# ---- uart_reg_responder_flat ----
$ cat config.mk
export PLATFORM = sky130hd
export DESIGN_NAME = uart_reg_responder_flat
export DESIGN_NICKNAME = d
export VERILOG_FILES = /design/src/rtl/uart_rsp_pkg.sv /design/src/rtl/uart_reg_responder_if.sv /design/src/rtl/uart_rsp_timer.sv /design/src/rtl/uart_reg_responder.sv /design/src/flat_wrapper.sv
export SDC_FILE = /design/constraint.sdc
export NUM_CORES = 1
export LEC_CHECK = 0
export CAP_MARGIN = 25
export CORE_MARGIN = 3
export CORE_UTILIZATION = 52
export CTS_BUF_LIST = sky130_fd_sc_hd__clkbuf_8
export DETAILED_ROUTE_END_ITERATION = 10
export PLACE_DENSITY = 0.93
export SYNTH_ARGS = -nofsm -noshare
export SYNTH_HDL_FRONTEND = slang
export SYNTH_HIERARCHICAL = 1
export SYNTH_SLANG_ARGS = --single-unit
$ cat constraint.sdc
create_clock -name clk_i -period 2.73 [get_ports clk_i]
set_clock_uncertainty 0.2 [all_clocks]
set_input_delay 0.4095 -clock clk_i [delete_from_list [all_inputs] [get_ports clk_i]]
set_output_delay 0.4095 -clock clk_i [all_outputs]
set_load 0.03 [all_outputs]
$ cat src/rtl/uart_rsp_pkg.sv
`default_nettype none
// ============================================================================
// Module   : uart_rsp_pkg
// Brief    : Shared types and constants for the UART register responder.
// Revision : 1.0 - initial release
// ============================================================================
package uart_rsp_pkg;

    // FSM encoding; ST_GET_CSUM is only reachable in checksum builds
    typedef enum logic [2:0] {
        ST_IDLE     = 3'd0,
        ST_GET_DATA = 3'd1,
        ST_GET_CSUM = 3'd2,
        ST_WRITE    = 3'd3,
        ST_READ_REQ = 3'd4,
        ST_READ_CAP = 3'd5,
        ST_SEND     = 3'd6,
        ST_WAIT_TX  = 3'd7
    } state_t;

    localparam logic [7:0] c_ACK    = 8'hAA;
    localparam logic [7:0] c_NAK    = 8'h55;
    localparam int         c_RW_BIT = 7;

    // Width of the inter-byte timeout counter
    function automatic int timer_width(input int cycles);
        return $clog2(cycles);
    endfunction

    // Header bits between the address field and the RW bit must be zero
    function automatic logic addr_legal(input logic [7:0] hdr, input int aw);
        return (((hdr & 8'h7F) >> aw) == 8'h00);
    endfunction

endpackage
`default_nettype wire

$ cat src/rtl/uart_reg_responder_if.sv
`default_nettype none
// ============================================================================
// Module   : uart_reg_responder_if
// Brief    : UART byte ports plus register bus seen by the responder.
//            slave = responder side, master = UART / register file side.
// Revision : 1.0 - initial release
// ============================================================================
interface uart_reg_responder_if #(
    parameter int AddrWidth = 4
);
    logic [7:0]           rx_data_i;
    logic                 rx_done_tick_i;
    logic                 tx_done_tick_i;
    logic [7:0]           tx_data_o;
    logic                 tx_start_o;
    logic [AddrWidth-1:0] reg_addr_o;
    logic [7:0]           reg_wdata_o;
    logic                 reg_wr_en_o;
    logic                 reg_rd_en_o;
    logic [7:0]           reg_rdata_i;
    logic                 busy_o;
    logic                 frame_err_o;

    modport slave (
        input  rx_data_i, rx_done_tick_i, tx_done_tick_i, reg_rdata_i,
        output tx_data_o, tx_start_o, reg_addr_o, reg_wdata_o,
               reg_wr_en_o, reg_rd_en_o, busy_o, frame_err_o
    );

    modport master (
        output rx_data_i, rx_done_tick_i, tx_done_tick_i, reg_rdata_i,
        input  tx_data_o, tx_start_o, reg_addr_o, reg_wdata_o,
               reg_wr_en_o, reg_rd_en_o, busy_o, frame_err_o
    );
endinterface
`default_nettype wire

$ cat src/rtl/uart_rsp_timer.sv
`default_nettype none
// ============================================================================
// Module   : uart_rsp_timer
// Brief    : Inter-byte timeout counter. Counts while enabled, restarts on
//            clear, and pulses o_expire on the cycle it reaches the limit.
// Revision : 1.0 - initial release
// ============================================================================
module uart_rsp_timer
    import uart_rsp_pkg::*;
#(
    parameter int TimeoutCycles = 1000000
) (
    input  wire logic clk,
    input  wire logic rst,
    input  wire logic i_clear,
    input  wire logic i_enable,
    output logic      o_expire
);
    localparam int                 c_CNT_W = timer_width(TimeoutCycles);
    localparam logic [c_CNT_W-1:0] c_LAST  = c_CNT_W'(TimeoutCycles - 1);

    logic [c_CNT_W-1:0] r_cnt;

    // A clear in the same cycle masks expiry so an arriving byte always wins
    assign o_expire = i_enable && !i_clear && (r_cnt == c_LAST);

    // Counter runs only while enabled and restarts after every clear/expiry
    always_ff @(posedge clk) begin
        if (rst) begin
            r_cnt <= '0;
        end else if (i_clear || !i_enable || o_expire) begin
            r_cnt <= '0;
        end else begin
            r_cnt <= r_cnt + 1'b1;
        end
    end
endmodule
`default_nettype wire

$ cat src/rtl/uart_reg_responder.sv
`default_nettype none
// ============================================================================
// Module   : uart_reg_responder
// Brief    : Decodes host read/write frames from UART bytes, drives the
//            register bus and answers through the UART transmitter.
//            Optional macro UART_RSP_CHECKSUM_EN adds a trailing XOR checksum
//            to every request and a second XOR byte to every response.
// Revision : 1.0 - initial release
// ============================================================================
module uart_reg_responder
    import uart_rsp_pkg::*;
#(
    parameter int AddrWidth     = 4,
    parameter int TimeoutCycles = 1000000
) (
    input  wire logic           clk_i,
    input  wire logic           rst_i,
    uart_reg_responder_if.slave bus
);
    state_t               r_state, w_state_nxt;
    logic                 r_ok, w_ok;
    logic [AddrWidth-1:0] r_addr, w_addr;
    logic [7:0]           r_wdata, w_wdata;
    logic [7:0]           r_tx_data, w_tx_data;
    logic                 r_tx_start, r_wr_en, r_rd_en, r_busy, r_frame_err;
    logic                 w_frame_err;
    logic                 w_tmr_en, w_rx_accept, w_rx_drop, w_expire;
`ifdef UART_RSP_CHECKSUM_EN
    logic                 r_is_wr, w_is_wr;
    logic [7:0]           r_hdr, w_hdr;
    logic [7:0]           r_csum, w_csum;
    logic                 r_second, w_second;
`endif

    // Bytes are only accepted while idle or collecting a frame; others drop
    always_comb begin
        w_tmr_en    = (r_state == ST_GET_DATA) || (r_state == ST_GET_CSUM);
        w_rx_accept = bus.rx_done_tick_i && (w_tmr_en || (r_state == ST_IDLE));
        w_rx_drop   = bus.rx_done_tick_i && !w_rx_accept;
    end

    uart_rsp_timer #(
        .TimeoutCycles (TimeoutCycles)
    ) u_timer (
        .clk      (clk_i),
        .rst      (rst_i),
        .i_clear  (w_rx_accept),
        .i_enable (w_tmr_en),
        .o_expire (w_expire)
    );

    // Next-state and next-output-value decode
    always_comb begin
        w_state_nxt = r_state;
        w_ok        = r_ok;
        w_addr      = r_addr;
        w_wdata     = r_wdata;
        w_tx_data   = r_tx_data;
        w_frame_err = 1'b0;
`ifdef UART_RSP_CHECKSUM_EN
        w_is_wr     = r_is_wr;
        w_hdr       = r_hdr;
        w_csum      = r_csum;
        w_second    = r_second;
`endif
        case (r_state)
            ST_IDLE: begin
                if (bus.rx_done_tick_i) begin
                    w_ok   = addr_legal(bus.rx_data_i, AddrWidth);
                    w_addr = bus.rx_data_i[AddrWidth-1:0];
`ifdef UART_RSP_CHECKSUM_EN
                    w_is_wr     = bus.rx_data_i[c_RW_BIT];
                    w_hdr       = bus.rx_data_i;
                    w_csum      = bus.rx_data_i;
                    w_second    = 1'b0;
                    w_state_nxt = bus.rx_data_i[c_RW_BIT] ? ST_GET_DATA : ST_GET_CSUM;
`else
                    w_state_nxt = bus.rx_data_i[c_RW_BIT] ? ST_GET_DATA : ST_READ_REQ;
`endif
                end
            end
            ST_GET_DATA: begin
                if (bus.rx_done_tick_i) begin
                    w_wdata = bus.rx_data_i;
`ifdef UART_RSP_CHECKSUM_EN
                    w_csum      = r_csum ^ bus.rx_data_i;
                    w_state_nxt = ST_GET_CSUM;
`else
                    w_state_nxt = ST_WRITE;
`endif
                end else if (w_expire) begin
                    w_state_nxt = ST_IDLE;
                    w_frame_err = 1'b1;
                end
            end
`ifdef UART_RSP_CHECKSUM_EN
            ST_GET_CSUM: begin
                if (bus.rx_done_tick_i) begin
                    w_ok        = r_ok && (bus.rx_data_i == r_csum);
                    w_state_nxt = r_is_wr ? ST_WRITE : ST_READ_REQ;
                end else if (w_expire) begin
                    w_state_nxt = ST_IDLE;
                    w_frame_err = 1'b1;
                end
            end
`endif
            ST_WRITE: begin
                w_tx_data   = r_ok ? c_ACK : c_NAK;
                w_frame_err = !r_ok;
                w_state_nxt = ST_SEND;
            end
            ST_READ_REQ: begin
                w_state_nxt = ST_READ_CAP;
            end
            ST_READ_CAP: begin
                w_tx_data   = r_ok ? bus.reg_rdata_i : c_NAK;
                w_frame_err = !r_ok;
                w_state_nxt = ST_SEND;
            end
            ST_SEND: begin
                w_state_nxt = ST_WAIT_TX;
            end
            ST_WAIT_TX: begin
                if (bus.tx_done_tick_i) begin
`ifdef UART_RSP_CHECKSUM_EN
                    if (!r_second) begin
                        w_second    = 1'b1;
                        w_tx_data   = r_tx_data ^ r_hdr;
                        w_state_nxt = ST_SEND;
                    end else begin
                        w_state_nxt = ST_IDLE;
                    end
`else
                    w_state_nxt = ST_IDLE;
`endif
                end
            end
            default: begin
                w_state_nxt = ST_IDLE;
            end
        endcase
    end

    // State register and registered outputs; strobes derive from next state
    always_ff @(posedge clk_i) begin
        if (rst_i) begin
            r_state     <= ST_IDLE;
            r_ok        <= 1'b0;
            r_addr      <= '0;
            r_wdata     <= 8'h00;
            r_tx_data   <= 8'h00;
            r_tx_start  <= 1'b0;
            r_wr_en     <= 1'b0;
            r_rd_en     <= 1'b0;
            r_busy      <= 1'b0;
            r_frame_err <= 1'b0;
`ifdef UART_RSP_CHECKSUM_EN
            r_is_wr     <= 1'b0;
            r_hdr       <= 8'h00;
            r_csum      <= 8'h00;
            r_second    <= 1'b0;
`endif
        end else begin
            r_state     <= w_state_nxt;
            r_ok        <= w_ok;
            r_addr      <= w_addr;
            r_wdata     <= w_wdata;
            r_tx_data   <= w_tx_data;
            r_tx_start  <= (w_state_nxt == ST_SEND);
            r_wr_en     <= (w_state_nxt == ST_WRITE) && w_ok;
            r_rd_en     <= (w_state_nxt == ST_READ_REQ) && w_ok;
            r_busy      <= (w_state_nxt != ST_IDLE);
            r_frame_err <= w_frame_err || w_rx_drop;
`ifdef UART_RSP_CHECKSUM_EN
            r_is_wr     <= w_is_wr;
            r_hdr       <= w_hdr;
            r_csum      <= w_csum;
            r_second    <= w_second;
`endif
        end
    end

    assign bus.tx_data_o   = r_tx_data;
    assign bus.tx_start_o  = r_tx_start;
    assign bus.reg_addr_o  = r_addr;
    assign bus.reg_wdata_o = r_wdata;
    assign bus.reg_wr_en_o = r_wr_en;
    assign bus.reg_rd_en_o = r_rd_en;
    assign bus.busy_o      = r_busy;
    assign bus.frame_err_o = r_frame_err;
endmodule
`default_nettype wire

$ cat src/flat_wrapper.sv
// flat-port wrapper written by rule: the top's interface ports become plain ports
module uart_reg_responder_flat import uart_rsp_pkg::*;
#(
    parameter int AddrWidth     = 4,
    parameter int TimeoutCycles = 1000000
)
  (clk_i, rst_i, bus_rx_data_i, bus_rx_done_tick_i, bus_tx_done_tick_i, bus_reg_rdata_i, bus_tx_data_o, bus_tx_start_o, bus_reg_addr_o, bus_reg_wdata_o, bus_reg_wr_en_o, bus_reg_rd_en_o, bus_busy_o, bus_frame_err_o);
  uart_reg_responder_if #(.AddrWidth(AddrWidth)) bus_i ();
  input  wire logic clk_i;
  input  wire logic rst_i;
  input wire logic [$bits(bus_i.rx_data_i)-1:0] bus_rx_data_i;
  input wire logic [$bits(bus_i.rx_done_tick_i)-1:0] bus_rx_done_tick_i;
  input wire logic [$bits(bus_i.tx_done_tick_i)-1:0] bus_tx_done_tick_i;
  input wire logic [$bits(bus_i.reg_rdata_i)-1:0] bus_reg_rdata_i;
  output wire logic [$bits(bus_i.tx_data_o)-1:0] bus_tx_data_o;
  output wire logic [$bits(bus_i.tx_start_o)-1:0] bus_tx_start_o;
  output wire logic [$bits(bus_i.reg_addr_o)-1:0] bus_reg_addr_o;
  output wire logic [$bits(bus_i.reg_wdata_o)-1:0] bus_reg_wdata_o;
  output wire logic [$bits(bus_i.reg_wr_en_o)-1:0] bus_reg_wr_en_o;
  output wire logic [$bits(bus_i.reg_rd_en_o)-1:0] bus_reg_rd_en_o;
  output wire logic [$bits(bus_i.busy_o)-1:0] bus_busy_o;
  output wire logic [$bits(bus_i.frame_err_o)-1:0] bus_frame_err_o;
  assign bus_i.rx_data_i = bus_rx_data_i;
  assign bus_i.rx_done_tick_i = bus_rx_done_tick_i;
  assign bus_i.tx_done_tick_i = bus_tx_done_tick_i;
  assign bus_i.reg_rdata_i = bus_reg_rdata_i;
  assign bus_tx_data_o = bus_i.tx_data_o;
  assign bus_tx_start_o = bus_i.tx_start_o;
  assign bus_reg_addr_o = bus_i.reg_addr_o;
  assign bus_reg_wdata_o = bus_i.reg_wdata_o;
  assign bus_reg_wr_en_o = bus_i.reg_wr_en_o;
  assign bus_reg_rd_en_o = bus_i.reg_rd_en_o;
  assign bus_busy_o = bus_i.busy_o;
  assign bus_frame_err_o = bus_i.frame_err_o;
  uart_reg_responder #(.AddrWidth(AddrWidth), .TimeoutCycles(TimeoutCycles)) u_core (.clk_i(clk_i), .rst_i(rst_i), .bus(bus_i));
endmodule
# ---- score_display_scanner_flat ----
**config.mk**
```make
export PLATFORM = sky130hd
export DESIGN_NAME = score_display_scanner_flat
export DESIGN_NICKNAME = d
export VERILOG_FILES = /design/src/rtl/score_display_scanner_pkg.sv /design/src/rtl/score_display_scanner_if.sv /design/src/rtl/score_display_scanner_seg7_decode.sv /design/src/rtl/score_display_scanner.sv /design/src/flat_wrapper.sv
export SDC_FILE = /design/constraint.sdc
export NUM_CORES = 1
export LEC_CHECK = 0
export ABC_AREA = 1
export CORE_MARGIN = 1
export CORE_UTILIZATION = 59
export CTS_CLUSTER_SIZE = 8
export DETAILED_ROUTE_END_ITERATION = 16
export MAX_ROUTING_LAYER = met4
export PLACE_DENSITY = 0.86
export SETUP_SLACK_MARGIN = 0.5
export SKIP_CTS_REPAIR_TIMING = 1
export SYNTH_ARGS = -nofsm -noshare
export SYNTH_HDL_FRONTEND = slang
export SYNTH_SLANG_ARGS = --single-unit
export TNS_END_PERCENT = 20
```
**constraint.sdc**
```tcl
create_clock -name CP -period 4.7 [get_ports CP]
set_clock_uncertainty 0.15 [all_clocks]
set_input_delay 0.94 -clock CP [delete_from_list [all_inputs] [get_ports CP]]
set_output_delay 0.94 -clock CP [all_outputs]
set_load 0.01 [all_outputs]
```
**src/rtl/score_display_scanner_pkg.sv**
```systemverilog
// Shared 7-segment definitions: segment bit positions, active-high glyphs 0-F,
// and the slot-type enum used by the anode scanner.
package display_pkg;

  localparam int SEG_A  = 0;
  localparam int SEG_B  = 1;
  localparam int SEG_C  = 2;
  localparam int SEG_D  = 3;
  localparam int SEG_E  = 4;
  localparam int SEG_F  = 5;
  localparam int SEG_G  = 6;
  localparam int SEG_DP = 7;

  localparam logic [7:0] M_A = 8'(1) << SEG_A;
  localparam logic [7:0] M_B = 8'(1) << SEG_B;
  localparam logic [7:0] M_C = 8'(1) << SEG_C;
  localparam logic [7:0] M_D = 8'(1) << SEG_D;
  localparam logic [7:0] M_E = 8'(1) << SEG_E;
  localparam logic [7:0] M_F = 8'(1) << SEG_F;
  localparam logic [7:0] M_G = 8'(1) << SEG_G;

  localparam logic [7:0] SEG_BLANK = 8'h00;

  // Active-high glyphs; polarity is applied only at the output register.
  localparam logic [7:0] SEG_GLYPH_0 = M_A | M_B | M_C | M_D | M_E | M_F;
  localparam logic [7:0] SEG_GLYPH_1 = M_B | M_C;
  localparam logic [7:0] SEG_GLYPH_2 = M_A | M_B | M_D | M_E | M_G;
  localparam logic [7:0] SEG_GLYPH_3 = M_A | M_B | M_C | M_D | M_G;
  localparam logic [7:0] SEG_GLYPH_4 = M_B | M_C | M_F | M_G;
  localparam logic [7:0] SEG_GLYPH_5 = M_A | M_C | M_D | M_F | M_G;
  localparam logic [7:0] SEG_GLYPH_6 = M_A | M_C | M_D | M_E | M_F | M_G;
  localparam logic [7:0] SEG_GLYPH_7 = M_A | M_B | M_C;
  localparam logic [7:0] SEG_GLYPH_8 = M_A | M_B | M_C | M_D | M_E | M_F | M_G;
  localparam logic [7:0] SEG_GLYPH_9 = M_A | M_B | M_C | M_D | M_F | M_G;
  localparam logic [7:0] SEG_GLYPH_A = M_A | M_B | M_C | M_E | M_F | M_G;
  localparam logic [7:0] SEG_GLYPH_B = M_C | M_D | M_E | M_F | M_G;
  localparam logic [7:0] SEG_GLYPH_C = M_A | M_D | M_E | M_F;
  localparam logic [7:0] SEG_GLYPH_D = M_B | M_C | M_D | M_E | M_G;
  localparam logic [7:0] SEG_GLYPH_E = M_A | M_D | M_E | M_F | M_G;
  localparam logic [7:0] SEG_GLYPH_F = M_A | M_E | M_F | M_G;

  typedef enum logic {
    SLOT_DATA  = 1'b0,
    SLOT_GHOST = 1'b1
  } slot_e;

  function automatic logic [7:0] seg_glyph(input logic [3:0] nibble);
    logic [7:0] g;
    case (nibble)
      4'h0:    g = SEG_GLYPH_0;
      4'h1:    g = SEG_GLYPH_1;
      4'h2:    g = SEG_GLYPH_2;
      4'h3:    g = SEG_GLYPH_3;
      4'h4:    g = SEG_GLYPH_4;
      4'h5:    g = SEG_GLYPH_5;
      4'h6:    g = SEG_GLYPH_6;
      4'h7:    g = SEG_GLYPH_7;
      4'h8:    g = SEG_GLYPH_8;
      4'h9:    g = SEG_GLYPH_9;
      4'hA:    g = SEG_GLYPH_A;
      4'hB:    g = SEG_GLYPH_B;
      4'hC:    g = SEG_GLYPH_C;
      4'hD:    g = SEG_GLYPH_D;
      4'hE:    g = SEG_GLYPH_E;
      default: g = SEG_GLYPH_F;
    endcase
    return g;
  endfunction

endpackage

```
**src/rtl/score_display_scanner_if.sv**
```systemverilog
// Bundle between the score counter chain / board pins and the display scanner.
interface score_display_scanner_if #(
  parameter int NUM_DIGITS = 4
);
  localparam int IDX_W = (NUM_DIGITS > 1) ? $clog2(NUM_DIGITS) : 1;

  logic [4*NUM_DIGITS-1:0] digits;
  logic                    ovf_in;
  logic                    latch_en;
  logic                    blank_lz;
  logic [NUM_DIGITS-1:0]   AN;
  logic [7:0]              SEGMENT;
  logic [IDX_W-1:0]        digit_idx;

  modport master (
    output digits, ovf_in, latch_en, blank_lz,
    input  AN, SEGMENT, digit_idx
  );

  modport slave (
    input  digits, ovf_in, latch_en, blank_lz,
    output AN, SEGMENT, digit_idx
  );
endinterface

```
**src/rtl/score_display_scanner_seg7_decode.sv**
```systemverilog
// Combinational nibble + blank + dp to active-high {dp,g..a}; shared by any display.
module seg7_decode
  import display_pkg::*;
(
  input  logic [3:0] i_nibble,
  input  logic       i_blank,
  input  logic       i_dp,
  output logic [7:0] o_seg
);

  always_comb begin
    o_seg = SEG_BLANK;
    if (!i_blank) begin
      o_seg         = seg_glyph(i_nibble);
      o_seg[SEG_DP] = i_dp;
    end
  end

endmodule

```
**src/rtl/score_display_scanner.sv**
```systemverilog
// Snapshots score digits, blanks leading zeros and scans them onto a common
// 7-segment display, inserting a one-cycle dark slot at every digit change.
module score_display_scanner #(
  parameter int NUM_DIGITS     = 4,
  parameter int SCAN_DIV       = 50000,
  parameter bit SEG_ACTIVE_LOW = 1'b1
) (
  input logic                     CP,
  input logic                     clear,
  score_display_scanner_if.slave  bus
);
  import display_pkg::*;

  localparam int IDX_W   = (NUM_DIGITS > 1) ? $clog2(NUM_DIGITS) : 1;
  localparam int PRESC_W = $clog2(SCAN_DIV);

  localparam logic [PRESC_W-1:0] PRESC_LAST = PRESC_W'(SCAN_DIV - 1);
  localparam logic [IDX_W-1:0]   IDX_LAST   = IDX_W'(NUM_DIGITS - 1);
  localparam logic [7:0]         SEG_OFF    = SEG_ACTIVE_LOW ? 8'hFF : 8'h00;

  logic [PRESC_W-1:0]      r_presc;
  logic [IDX_W-1:0]        r_digit_idx;
  logic [4*NUM_DIGITS-1:0] r_snapshot;
  logic                    r_ovf_flag;
  logic [NUM_DIGITS-1:0]   r_an;
  logic [7:0]              r_seg;

  logic                    w_tick;
  slot_e                   w_slot;
  logic [3:0]              w_snap_digit [NUM_DIGITS];
  logic [NUM_DIGITS-1:0]   w_upper_zero;
  logic [NUM_DIGITS-1:0]   w_blank_vec;
  logic [3:0]              w_nibble;
  logic                    w_blank;
  logic                    w_dp;
  logic [7:0]              w_seg_hi;
  logic [NUM_DIGITS-1:0]   w_an_sel;

  assign w_tick = (r_presc == PRESC_LAST);
  assign w_slot = w_tick ? SLOT_GHOST : SLOT_DATA;

  // Prescaler and digit index
  always_ff @(posedge CP or posedge clear) begin
    if (clear) begin
      r_presc     <= '0;
      r_digit_idx <= '0;
    end else if (w_tick) begin
      r_presc     <= '0;
      r_digit_idx <= (r_digit_idx == IDX_LAST) ? '0 : r_digit_idx + IDX_W'(1);
    end else begin
      r_presc     <= r_presc + PRESC_W'(1);
    end
  end

  // Snapshot and sticky overflow; both frozen while latch_en is low.
  always_ff @(posedge CP or posedge clear) begin
    if (clear) begin
      r_snapshot <= '0;
      r_ovf_flag <= 1'b0;
    end else if (bus.latch_en) begin
      r_snapshot <= bus.digits;
      if (bus.ovf_in) begin
        r_ovf_flag <= 1'b1;
      end
    end
  end

  // A digit is a leading zero when it and every more-significant digit are 0.
  genvar gi;
  generate
    for (gi = 0; gi < NUM_DIGITS; gi++) begin : g_digit
      assign w_snap_digit[gi] = r_snapshot[4*gi +: 4];
      assign w_upper_zero[gi] = ~|r_snapshot[4*NUM_DIGITS-1 : 4*gi];
      if (gi == 0) begin : g_lsd
        assign w_blank_vec[gi] = 1'b0;
      end else begin : g_upper
        assign w_blank_vec[gi] = bus.blank_lz & w_upper_zero[gi];
      end
    end
  endgenerate

  assign w_nibble = w_snap_digit[r_digit_idx];
  assign w_blank  = w_blank_vec[r_digit_idx];
  assign w_dp     = r_ovf_flag && (r_digit_idx == IDX_LAST);
  assign w_an_sel = NUM_DIGITS'(1) << r_digit_idx;

  seg7_decode u_decode (
    .i_nibble (w_nibble),
    .i_blank  (w_blank),
    .i_dp     (w_dp),
    .o_seg    (w_seg_hi)
  );

  // Output register; the tick cycle loads the dark ghost slot.
  always_ff @(posedge CP or posedge clear) begin
    if (clear) begin
      r_an  <= '1;
      r_seg <= SEG_OFF;
    end else begin
      case (w_slot)
        SLOT_GHOST: begin
          r_an  <= '1;
          r_seg <= SEG_OFF;
        end
        default: begin
          r_an  <= ~w_an_sel;
          r_seg <= SEG_ACTIVE_LOW ? ~w_seg_hi : w_seg_hi;
        end
      endcase
    end
  end

  assign bus.AN        = r_an;
  assign bus.SEGMENT   = r_seg;
  assign bus.digit_idx = r_digit_idx;

endmodule

```
**src/flat_wrapper.sv**
```systemverilog
// flat-port wrapper written by rule: the top's interface ports become plain ports
module score_display_scanner_flat import display_pkg::*;
#(
  parameter int NUM_DIGITS     = 4,
  parameter int SCAN_DIV       = 50000,
  parameter bit SEG_ACTIVE_LOW = 1'b1
)
  (CP, clear, bus_digits, bus_ovf_in, bus_latch_en, bus_blank_lz, bus_AN, bus_SEGMENT, bus_digit_idx);
  score_display_scanner_if #(.NUM_DIGITS(NUM_DIGITS)) bus_i ();
  input logic CP;
  input logic clear;
  input wire logic [$bits(bus_i.digits)-1:0] bus_digits;
  input wire logic [$bits(bus_i.ovf_in)-1:0] bus_ovf_in;
  input wire logic [$bits(bus_i.latch_en)-1:0] bus_latch_en;
  input wire logic [$bits(bus_i.blank_lz)-1:0] bus_blank_lz;
  output wire logic [$bits(bus_i.AN)-1:0] bus_AN;
  output wire logic [$bits(bus_i.SEGMENT)-1:0] bus_SEGMENT;
  output wire logic [$bits(bus_i.digit_idx)-1:0] bus_digit_idx;
  assign bus_i.digits = bus_digits;
  assign bus_i.ovf_in = bus_ovf_in;
  assign bus_i.latch_en = bus_latch_en;
  assign bus_i.blank_lz = bus_blank_lz;
  assign bus_AN = bus_i.AN;
  assign bus_SEGMENT = bus_i.SEGMENT;
  assign bus_digit_idx = bus_i.digit_idx;
  score_display_scanner #(.NUM_DIGITS(NUM_DIGITS), .SCAN_DIV(SCAN_DIV), .SEG_ACTIVE_LOW(SEG_ACTIVE_LOW)) u_core (.CP(CP), .clear(clear), .bus(bus_i));
endmodule
```
# ---- gpio_irq_device ----
## config.mk

```make
export PLATFORM = sky130hd
export DESIGN_NAME = gpio_irq_device
export DESIGN_NICKNAME = d
export VERILOG_FILES = /design/src/rtl/gpio_irq_device.sv
export SDC_FILE = /design/constraint.sdc
export NUM_CORES = 1
export LEC_CHECK = 0
export ABC_AREA = 1
export CAP_MARGIN = 25
export CORE_ASPECT_RATIO = 1.1
export CORE_MARGIN = 1
export CORE_UTILIZATION = 56
export CTS_BUF_LIST = sky130_fd_sc_hd__clkbuf_4 sky130_fd_sc_hd__clkbuf_8
export CTS_CLUSTER_SIZE = 30
export DETAILED_ROUTE_END_ITERATION = 12
export PLACE_DENSITY = 0.78
export SETUP_SLACK_MARGIN = 0.02
export SLEW_MARGIN = 10
export SYNTH_ARGS = -nofsm -noshare
export SYNTH_HDL_FRONTEND = slang
export SYNTH_SLANG_ARGS = --single-unit
```

## constraint.sdc

```tcl
create_clock -name cpu_clock -period 7.51 [get_ports cpu_clock]
set_clock_uncertainty 0.1 [all_clocks]
set_input_delay 1.8775 -clock cpu_clock [delete_from_list [all_inputs] [get_ports cpu_clock]]
set_output_delay 1.8775 -clock cpu_clock [all_outputs]
set_load 0.05 [all_outputs]
```

## src/rtl/gpio_irq_device.sv

```systemverilog
// rtl/gpio_irq_device.sv - GPIO block with synchronised inputs, edge-detect pending flags and a level irq.
module gpio_irq_device #(
    parameter int          PINS        = 16,
    parameter logic [15:0] DEVICE_ID   = 16'h0,
    parameter logic [7:0]  DEVICE_TYPE = 8'h8,
    parameter int          SYNC_STAGES = 2
) (
    input  logic            cpu_clock,
    input  logic            reset,
    input  logic            write_enable,
    input  logic            is_control,
    input  logic [7:0]      short_address,
    input  logic [15:0]     cpu_data_in,
    output logic [15:0]     cpu_data_out,
    input  logic [PINS-1:0] gpio_in,
    output logic [PINS-1:0] gpio_out,
    output logic [PINS-1:0] gpio_config,
    output logic            irq
);

    logic [PINS-1:0] sync_chain [SYNC_STAGES];
    logic [PINS-1:0] s;
    logic [PINS-1:0] prev;
    logic [PINS-1:0] rise_en;
    logic [PINS-1:0] fall_en;
    logic [PINS-1:0] pending;
    logic            irq_enable;
    logic [2:0]      warm_count;
    logic            warm;

    logic [5:0]      addr;
    logic [3:0]      group;
    logic [1:0]      word;
    logic            wr;
    logic [PINS-1:0] wmask;
    logic [PINS-1:0] wdata;
    logic [PINS-1:0] rise;
    logic [PINS-1:0] fall;
    logic [PINS-1:0] clr;
    logic [15:0]     rdata;
    logic [1:0]      unused_addr_bits;

    assign addr             = short_address[5:0];
    assign unused_addr_bits = short_address[7:6];
    assign group            = addr[5:2];
    assign word             = addr[1:0];
    assign wr               = is_control & write_enable;
    assign s                = sync_chain[SYNC_STAGES-1];
    assign warm             = (warm_count == 3'(SYNC_STAGES + 1));

    function automatic logic [15:0] word_of(input logic [PINS-1:0] v, input logic [1:0] w);
        logic [63:0] p;
        p = 64'(v);
        return p[{w, 4'b0000} +: 16];
    endfunction

    // Per-pin view of the addressed 16-bit word; pins past PINS simply do not exist here.
    always_comb begin
        wmask = '0;
        wdata = '0;
        for (int i = 0; i < PINS; i++) begin
            wmask[i] = ((i / 16) == int'(word));
            wdata[i] = wmask[i] & cpu_data_in[i % 16];
        end
    end

    assign rise = warm ? (s & ~prev & rise_en) : '0;
    assign fall = warm ? (~s & prev & fall_en) : '0;
    assign clr  = (wr && group == 4'h6) ? wdata : '0;

    always_comb begin
        rdata = 16'h0;
        case (group)
            4'h0: begin
                case (word)
                    2'd0:    rdata = DEVICE_ID;
                    2'd1:    rdata = {6'(PINS - 1), 1'b1, irq, DEVICE_TYPE};
                    2'd2:    rdata = {15'h0, irq_enable};
                    default: rdata = 16'h0;
                endcase
            end
            4'h1:    rdata = word_of(gpio_config, word);
            4'h2:    rdata = word_of(gpio_out, word);
            4'h3:    rdata = word_of(s, word);
            4'h4:    rdata = word_of(rise_en, word);
            4'h5:    rdata = word_of(fall_en, word);
            4'h6:    rdata = word_of(pending, word);
            default: rdata = 16'h0;
        endcase
    end

    always_ff @(posedge cpu_clock or posedge reset) begin
        if (reset) begin
            for (int i = 0; i < SYNC_STAGES; i++) begin
                sync_chain[i] <= '0;
            end
            prev       <= '0;
            warm_count <= '0;
        end else begin
            sync_chain[0] <= gpio_in;
            for (int i = 1; i < SYNC_STAGES; i++) begin
                sync_chain[i] <= sync_chain[i-1];
            end
            prev <= s;
            // Holds off edge detection until prev has caught up with a pin held high through reset.
            if (!warm) begin
                warm_count <= warm_count + 3'd1;
            end
        end
    end

    always_ff @(posedge cpu_clock or posedge reset) begin
        if (reset) begin
            cpu_data_out <= 16'h0;
            gpio_out     <= '0;
            gpio_config  <= '0;
            rise_en      <= '0;
            fall_en      <= '0;
            pending      <= '0;
            irq_enable   <= 1'b0;
            irq          <= 1'b0;
        end else begin
            if (wr) begin
                case (group)
                    4'h0: if (word == 2'd2) irq_enable <= cpu_data_in[0];
                    4'h1: gpio_config <= (gpio_config & ~wmask) | wdata;
                    4'h2: gpio_out    <= (gpio_out & ~wmask) | wdata;
                    4'h4: rise_en     <= (rise_en & ~wmask) | wdata;
                    4'h5: fall_en     <= (fall_en & ~wmask) | wdata;
                    4'h7: gpio_out    <= gpio_out ^ wdata;
                    default: ;
                endcase
            end
            // New edges are ORed in after the clear so a coincident edge keeps the flag set.
            pending      <= (pending & ~clr) | rise | fall;
            irq          <= irq_enable & (|pending);
            cpu_data_out <= is_control ? rdata : 16'h0;
        end
    end

endmodule

```

score_display_scanner_flat, cell area per tile:
7 x 7 tiles, from black (low) to pale yellow (high), 0 to 100% covered.
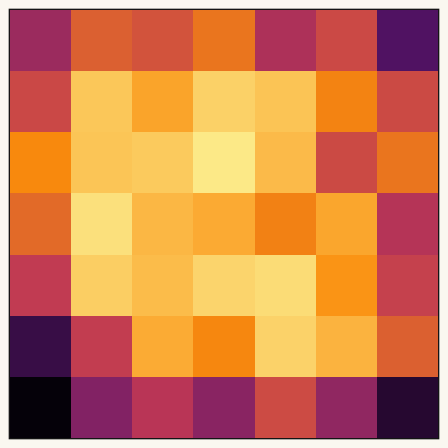
The fullest tile reaches 95%. 41% of the tiles are over 75% full. The emptiest ninth of the die: south-west.
fin util: 74.3%
core area: 4060 um^2
FP Core Util: 62.3%

==> notes.md, score_display_scanner_flat <==
run results: Port-buffer cells 34, Switch Pwr 209 uW, vias 2,067, Flop Count 47, clk pwr 296 uW, CP cell instances clkdlybuf4s50_1, metal3 WL 236 um, routed length on met2 2.50 mm, status finished, final reports clean, antenna violations before repair 0, M2 GR Usage 42.3%, top-count cell post-synth nand2_1, CLK BUF 5, Post-Route WL 5.10 mm, total track usage 26.5%, met1 Use GR 34.3%, drt first pass iters 4, WP data required 3610 ps, WP buf/inv 1, Worst R2R Setup Slack 2520 ps, Logic family by area simple AND/OR/NAND/NOR gates, worst hold endpoint u_core.r_presc[0], Async S/R FF share, synth 100%, DR top layer met4, tap cells 50, CP Launch Type register, Internal 649 uW, Plain + repair buffers 35, Clk pwr share 34.5%, hold-critical path depth 1, Die ar. 4550 um^2, tightest hold margin 351 ps, Placed Area 2900 um^2, Final Slew Violations 0, final-stage net count 377, Die Y-Extent 67.4 um, HP Class reg2reg, CP max stage delay 640 ps, RD Place Congestion 0.875, Mean Syn Cell Area 8.18 um^2
==> score_display_scanner_flat: worst max-delay path by stage <==
| stage | slack (ps) | end | from |
|---|---|---|---|
| 2_1_floorplan | 2510 | u_core.bus.digit_idx[0] | clear |
| 3_3_place_gp | 2080 | u_core.r_snapshot[9] | bus_latch_en |
| 3_5_place_dp | 2060 | u_core.r_snapshot[6] | bus_latch_en |
| 4_1_cts | 2030 | bus_digit_idx[0] | u_core.bus.digit_idx[0] |
| 5_1_grt | 1970 | bus_digit_idx[0] | u_core.bus.digit_idx[0] |
| 6_report | 2050 | bus_digit_idx[0] | u_core.bus.digit_idx[0] |
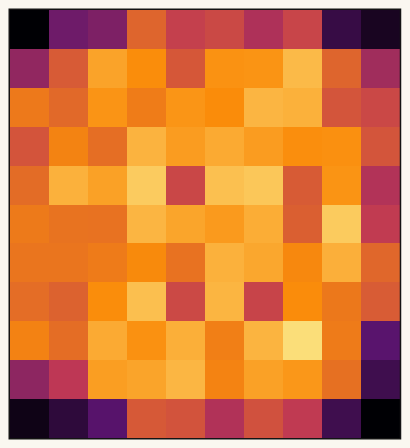
gpio_irq_device: cell area per tile
10 x 11 tiles, from black (low) to pale yellow (high), 0 to 100% covered.
The densest ninth of the die: center. 1.8% of the tiles are nearly empty. The mean over all tiles is 64%.
core area: 11,100 um^2
FP Core Util: 58.4%
fin util: 70.9%

==> notes.md, gpio_irq_device <==
run results: status finished, final reports clean, Mean Syn Cell Area 8.65 um^2, syn nets 800, gr ovfl total 0, Internal 1.23 mW, total track usage 29.9%, Commonest Layout Cell nand2_1, Post-synth EDFFs 0, RD Place Congestion 0.864, top-count cell post-synth nand2_1, Comb pwr share 14.5%, busiest grt layer met2, clock latency on the worst-skew pair 440 ps, tap cells 147, Clock Pin Slew Worst Setup and Hold Paths 70 ps, Post-synth regs 149, Hold Fails Final Rpt 0, worst-case clock buffer depth 2, drt first pass iters 5, Post-synth seq share 57.4%, Switch Pwr 472 uW, Filler cells 877, Setup Fix Bufs, Post-CTS 0, Warnings, synthesis 0, multiplexer area fraction after synthesis 0%, final setup vio count 0, Residual DRC 0, CP top delay family buffers and inverters, Comb/total area 28.7%, H-tree depth 4, Worst VDD drop 141 uV, register area 3730 um^2, max-cap violations 0, Flop pwr share 52.5%, antenna-violating nets left 0, Dominant cell area share 57.4%, WP data required 7730 ps, Logic cell area 2260 um^2, Max Fclk 218 MHz, synthesized instance count 751, Log Warnings 32, Clock Tree Root clkbuf_8, share of cells above drive strength 1 5.52%, largest net degree at the start of global routing 101, top cells by count nand2_1 (205), dfrtp_1 (149), inv_1 (95), o21ai_0 (67), nor2_1 (59), standard-cell rows 40, Tmin final 4590 ps, met3 Resource Use GR 5.90%, static leakage 3.80 nW, # IOs 93, post-CTS sizing 0, post-detail-place hpwl 10.8 mm, Logic family by area simple AND/OR/NAND/NOR gates, Cell area leaders dfrtp_1 (57%), nand2_1 (12%), inv_1 (5.5%), o21ai_0 (5.2%), nand3_1 (4.1%), worst-margin pin slew 1060 ps, Via density 5.50, Most Frequent Cell on Critical Path inv_1, vias 5,493, Die Wd 105 um, power density over cell area 215 nW/um^2, Biggest consumer registers
[gpio_irq_device: stage by stage]
| stage | hold slack, ps | std cells | setup slack (ps) | utilization, % | power (mW) |
|---|---|---|---|---|---|
| after CTS | 252 | 995 | 2880 | 70.5 | 1.71 |
| after global routing | 251 | 998 | 2810 | 70.9 | 1.77 |
| after floorplan | 231 | 751 | 1520 | - | 1.05 |
| final | 249 | 998 | 2920 | 70.9 | 1.70 |
| after global placement | 232 | 967 | 2450 | 67.3 | 1.14 |
| after detailed placement | 236 | 967 | 2420 | 67.3 | 1.15 |
uart_reg_responder_flat, gate-type map:
The bar under the picture is 20 um long.
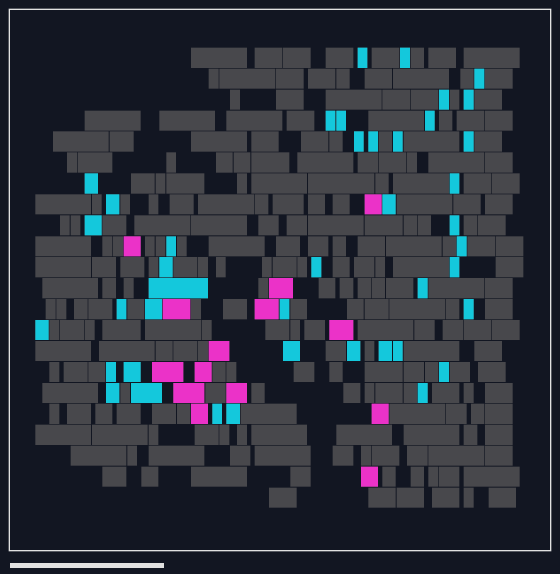
Key: and/or cells = magenta [cells 14, most used and3_1]; nand cells = cyan [cells 42, most used nand2_1]
Comb/total area: 39.4%
Final Non-Filler Cells: 341

==> notes.md, uart_reg_responder_flat <==
run results: Biggest consumer registers, R2R depth 8, post-CTS sizing 0, beginning of the critical path u_core/u_timer/r_cnt[0], metal3 WL 247 um, Die Y-Extent 70.1 um, worst-case clock buffer depth 2, top-count cell post-synth dfxtp_1, RR Endpoint u_core/bus.frame_err_o, Die ar. 4920 um^2, FP Core Util 56.3%, crit-path max FO 4, largest net degree at the start of global routing 28, core area 3800 um^2, switching share of power 25.3%, Post-Route WL 4.49 mm, global-route wire length before repair 7.56 mm, Port-buffer cells 44, worst-margin pin slew 419 ps, Critical Path Sink u_core/bus.frame_err_o, Comb pwr share 15.6%, clk pwr 385 uW, total track usage 18.4%, final-stage net count 313, post-detail-place hpwl 3.24 mm, Internal 1.00 mW, status finished, final reports clean, crit share post-route 86.6%, busiest grt layer met2, Seq. pwr 747 uW, placed insts 333, fin util 71.1%, XORs/XNORs by Area 6.96%, Dominant cell area share 45.9%, met1 Use GR 23.0%, post-synthesis cell type count 46, Place WS 214 ps, final setup vio count 0, #MultiIn Comb 178, aoi share 12.8%, Cell area leaders dfxtp_1 (46%), nor2_1 (6.5%), xnor2_1 (6.1%), a21oi_1 (5.1%), nand2_1 (4.7%), RR Startpoint u_core/u_timer/r_cnt[0], max-cap violations 0, inverters 8, Setup Fix Bufs, Post-CTS 0, Clock Pin Slew Worst Setup and Hold Paths 80 ps, 1st-iter DRT viols 125, WP data arrival 2380 ps, H-tree depth 2, power density over cell area 497 nW/um^2, post-route cell area 2700 um^2
uart_reg_responder_flat: state kept, by name (all words and copies together) (netlist names):
name and count:
u_core/bus.busy_o 1, u_core/bus.frame_err_o 1, u_core/bus.reg_addr_o 4, u_core/bus.reg_rd_en_o 1
u_core/bus.reg_wdata_o 8, u_core/bus.reg_wr_en_o 1, u_core/bus.tx_data_o 8, u_core/bus.tx_start_o 1
u_core/r_ok 1, u_core/r_state 3, u_core/u_timer/r_cnt 20


==> layout pictures side by side <==
Nets reached from selected ports.
Plate I
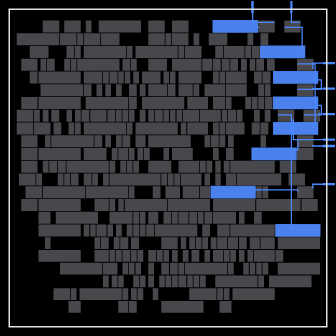
Plate II
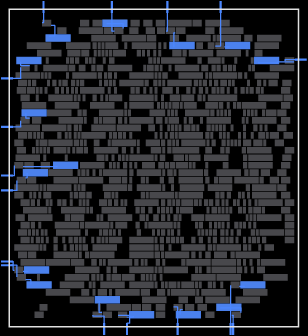
Plate III
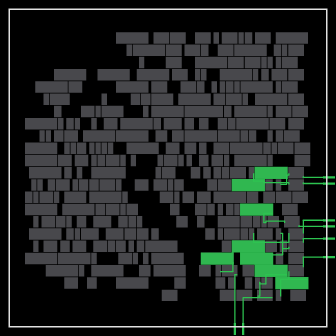
- Plate II = gpio_irq_device
- Plate I = score_display_scanner_flat
- Plate III = uart_reg_responder_flat
- most cells: Plate II
- fewest cells: Plate III


==> gallery <==
Met3 routing.
The bar under the picture is 20 um long.
image #1
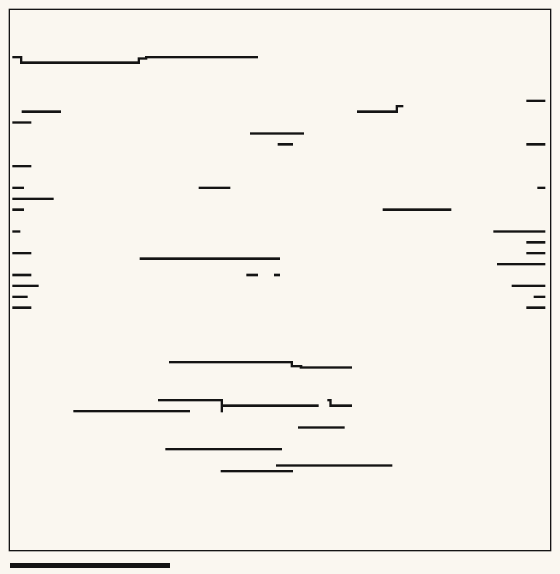
image #2
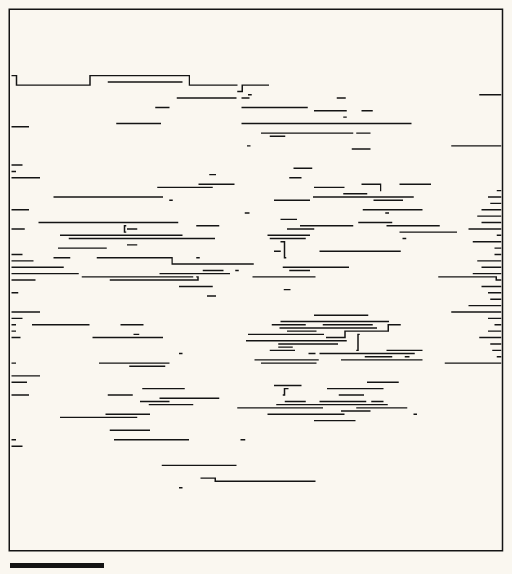
image #3
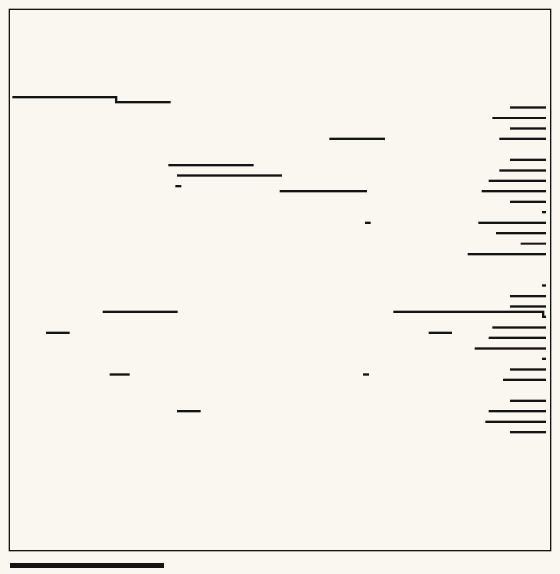
- largest die: image #2
image #1 -> score_display_scanner_flat
image #2 -> gpio_irq_device
image #3 -> uart_reg_responder_flat

Key to image #3:
The layer carries 248 um of wire. The longest straight run is 19.3 um. The layer holds 5.5% of the routed length.

Power figures rest on the tool's default switching activity, not on a simulated workload.
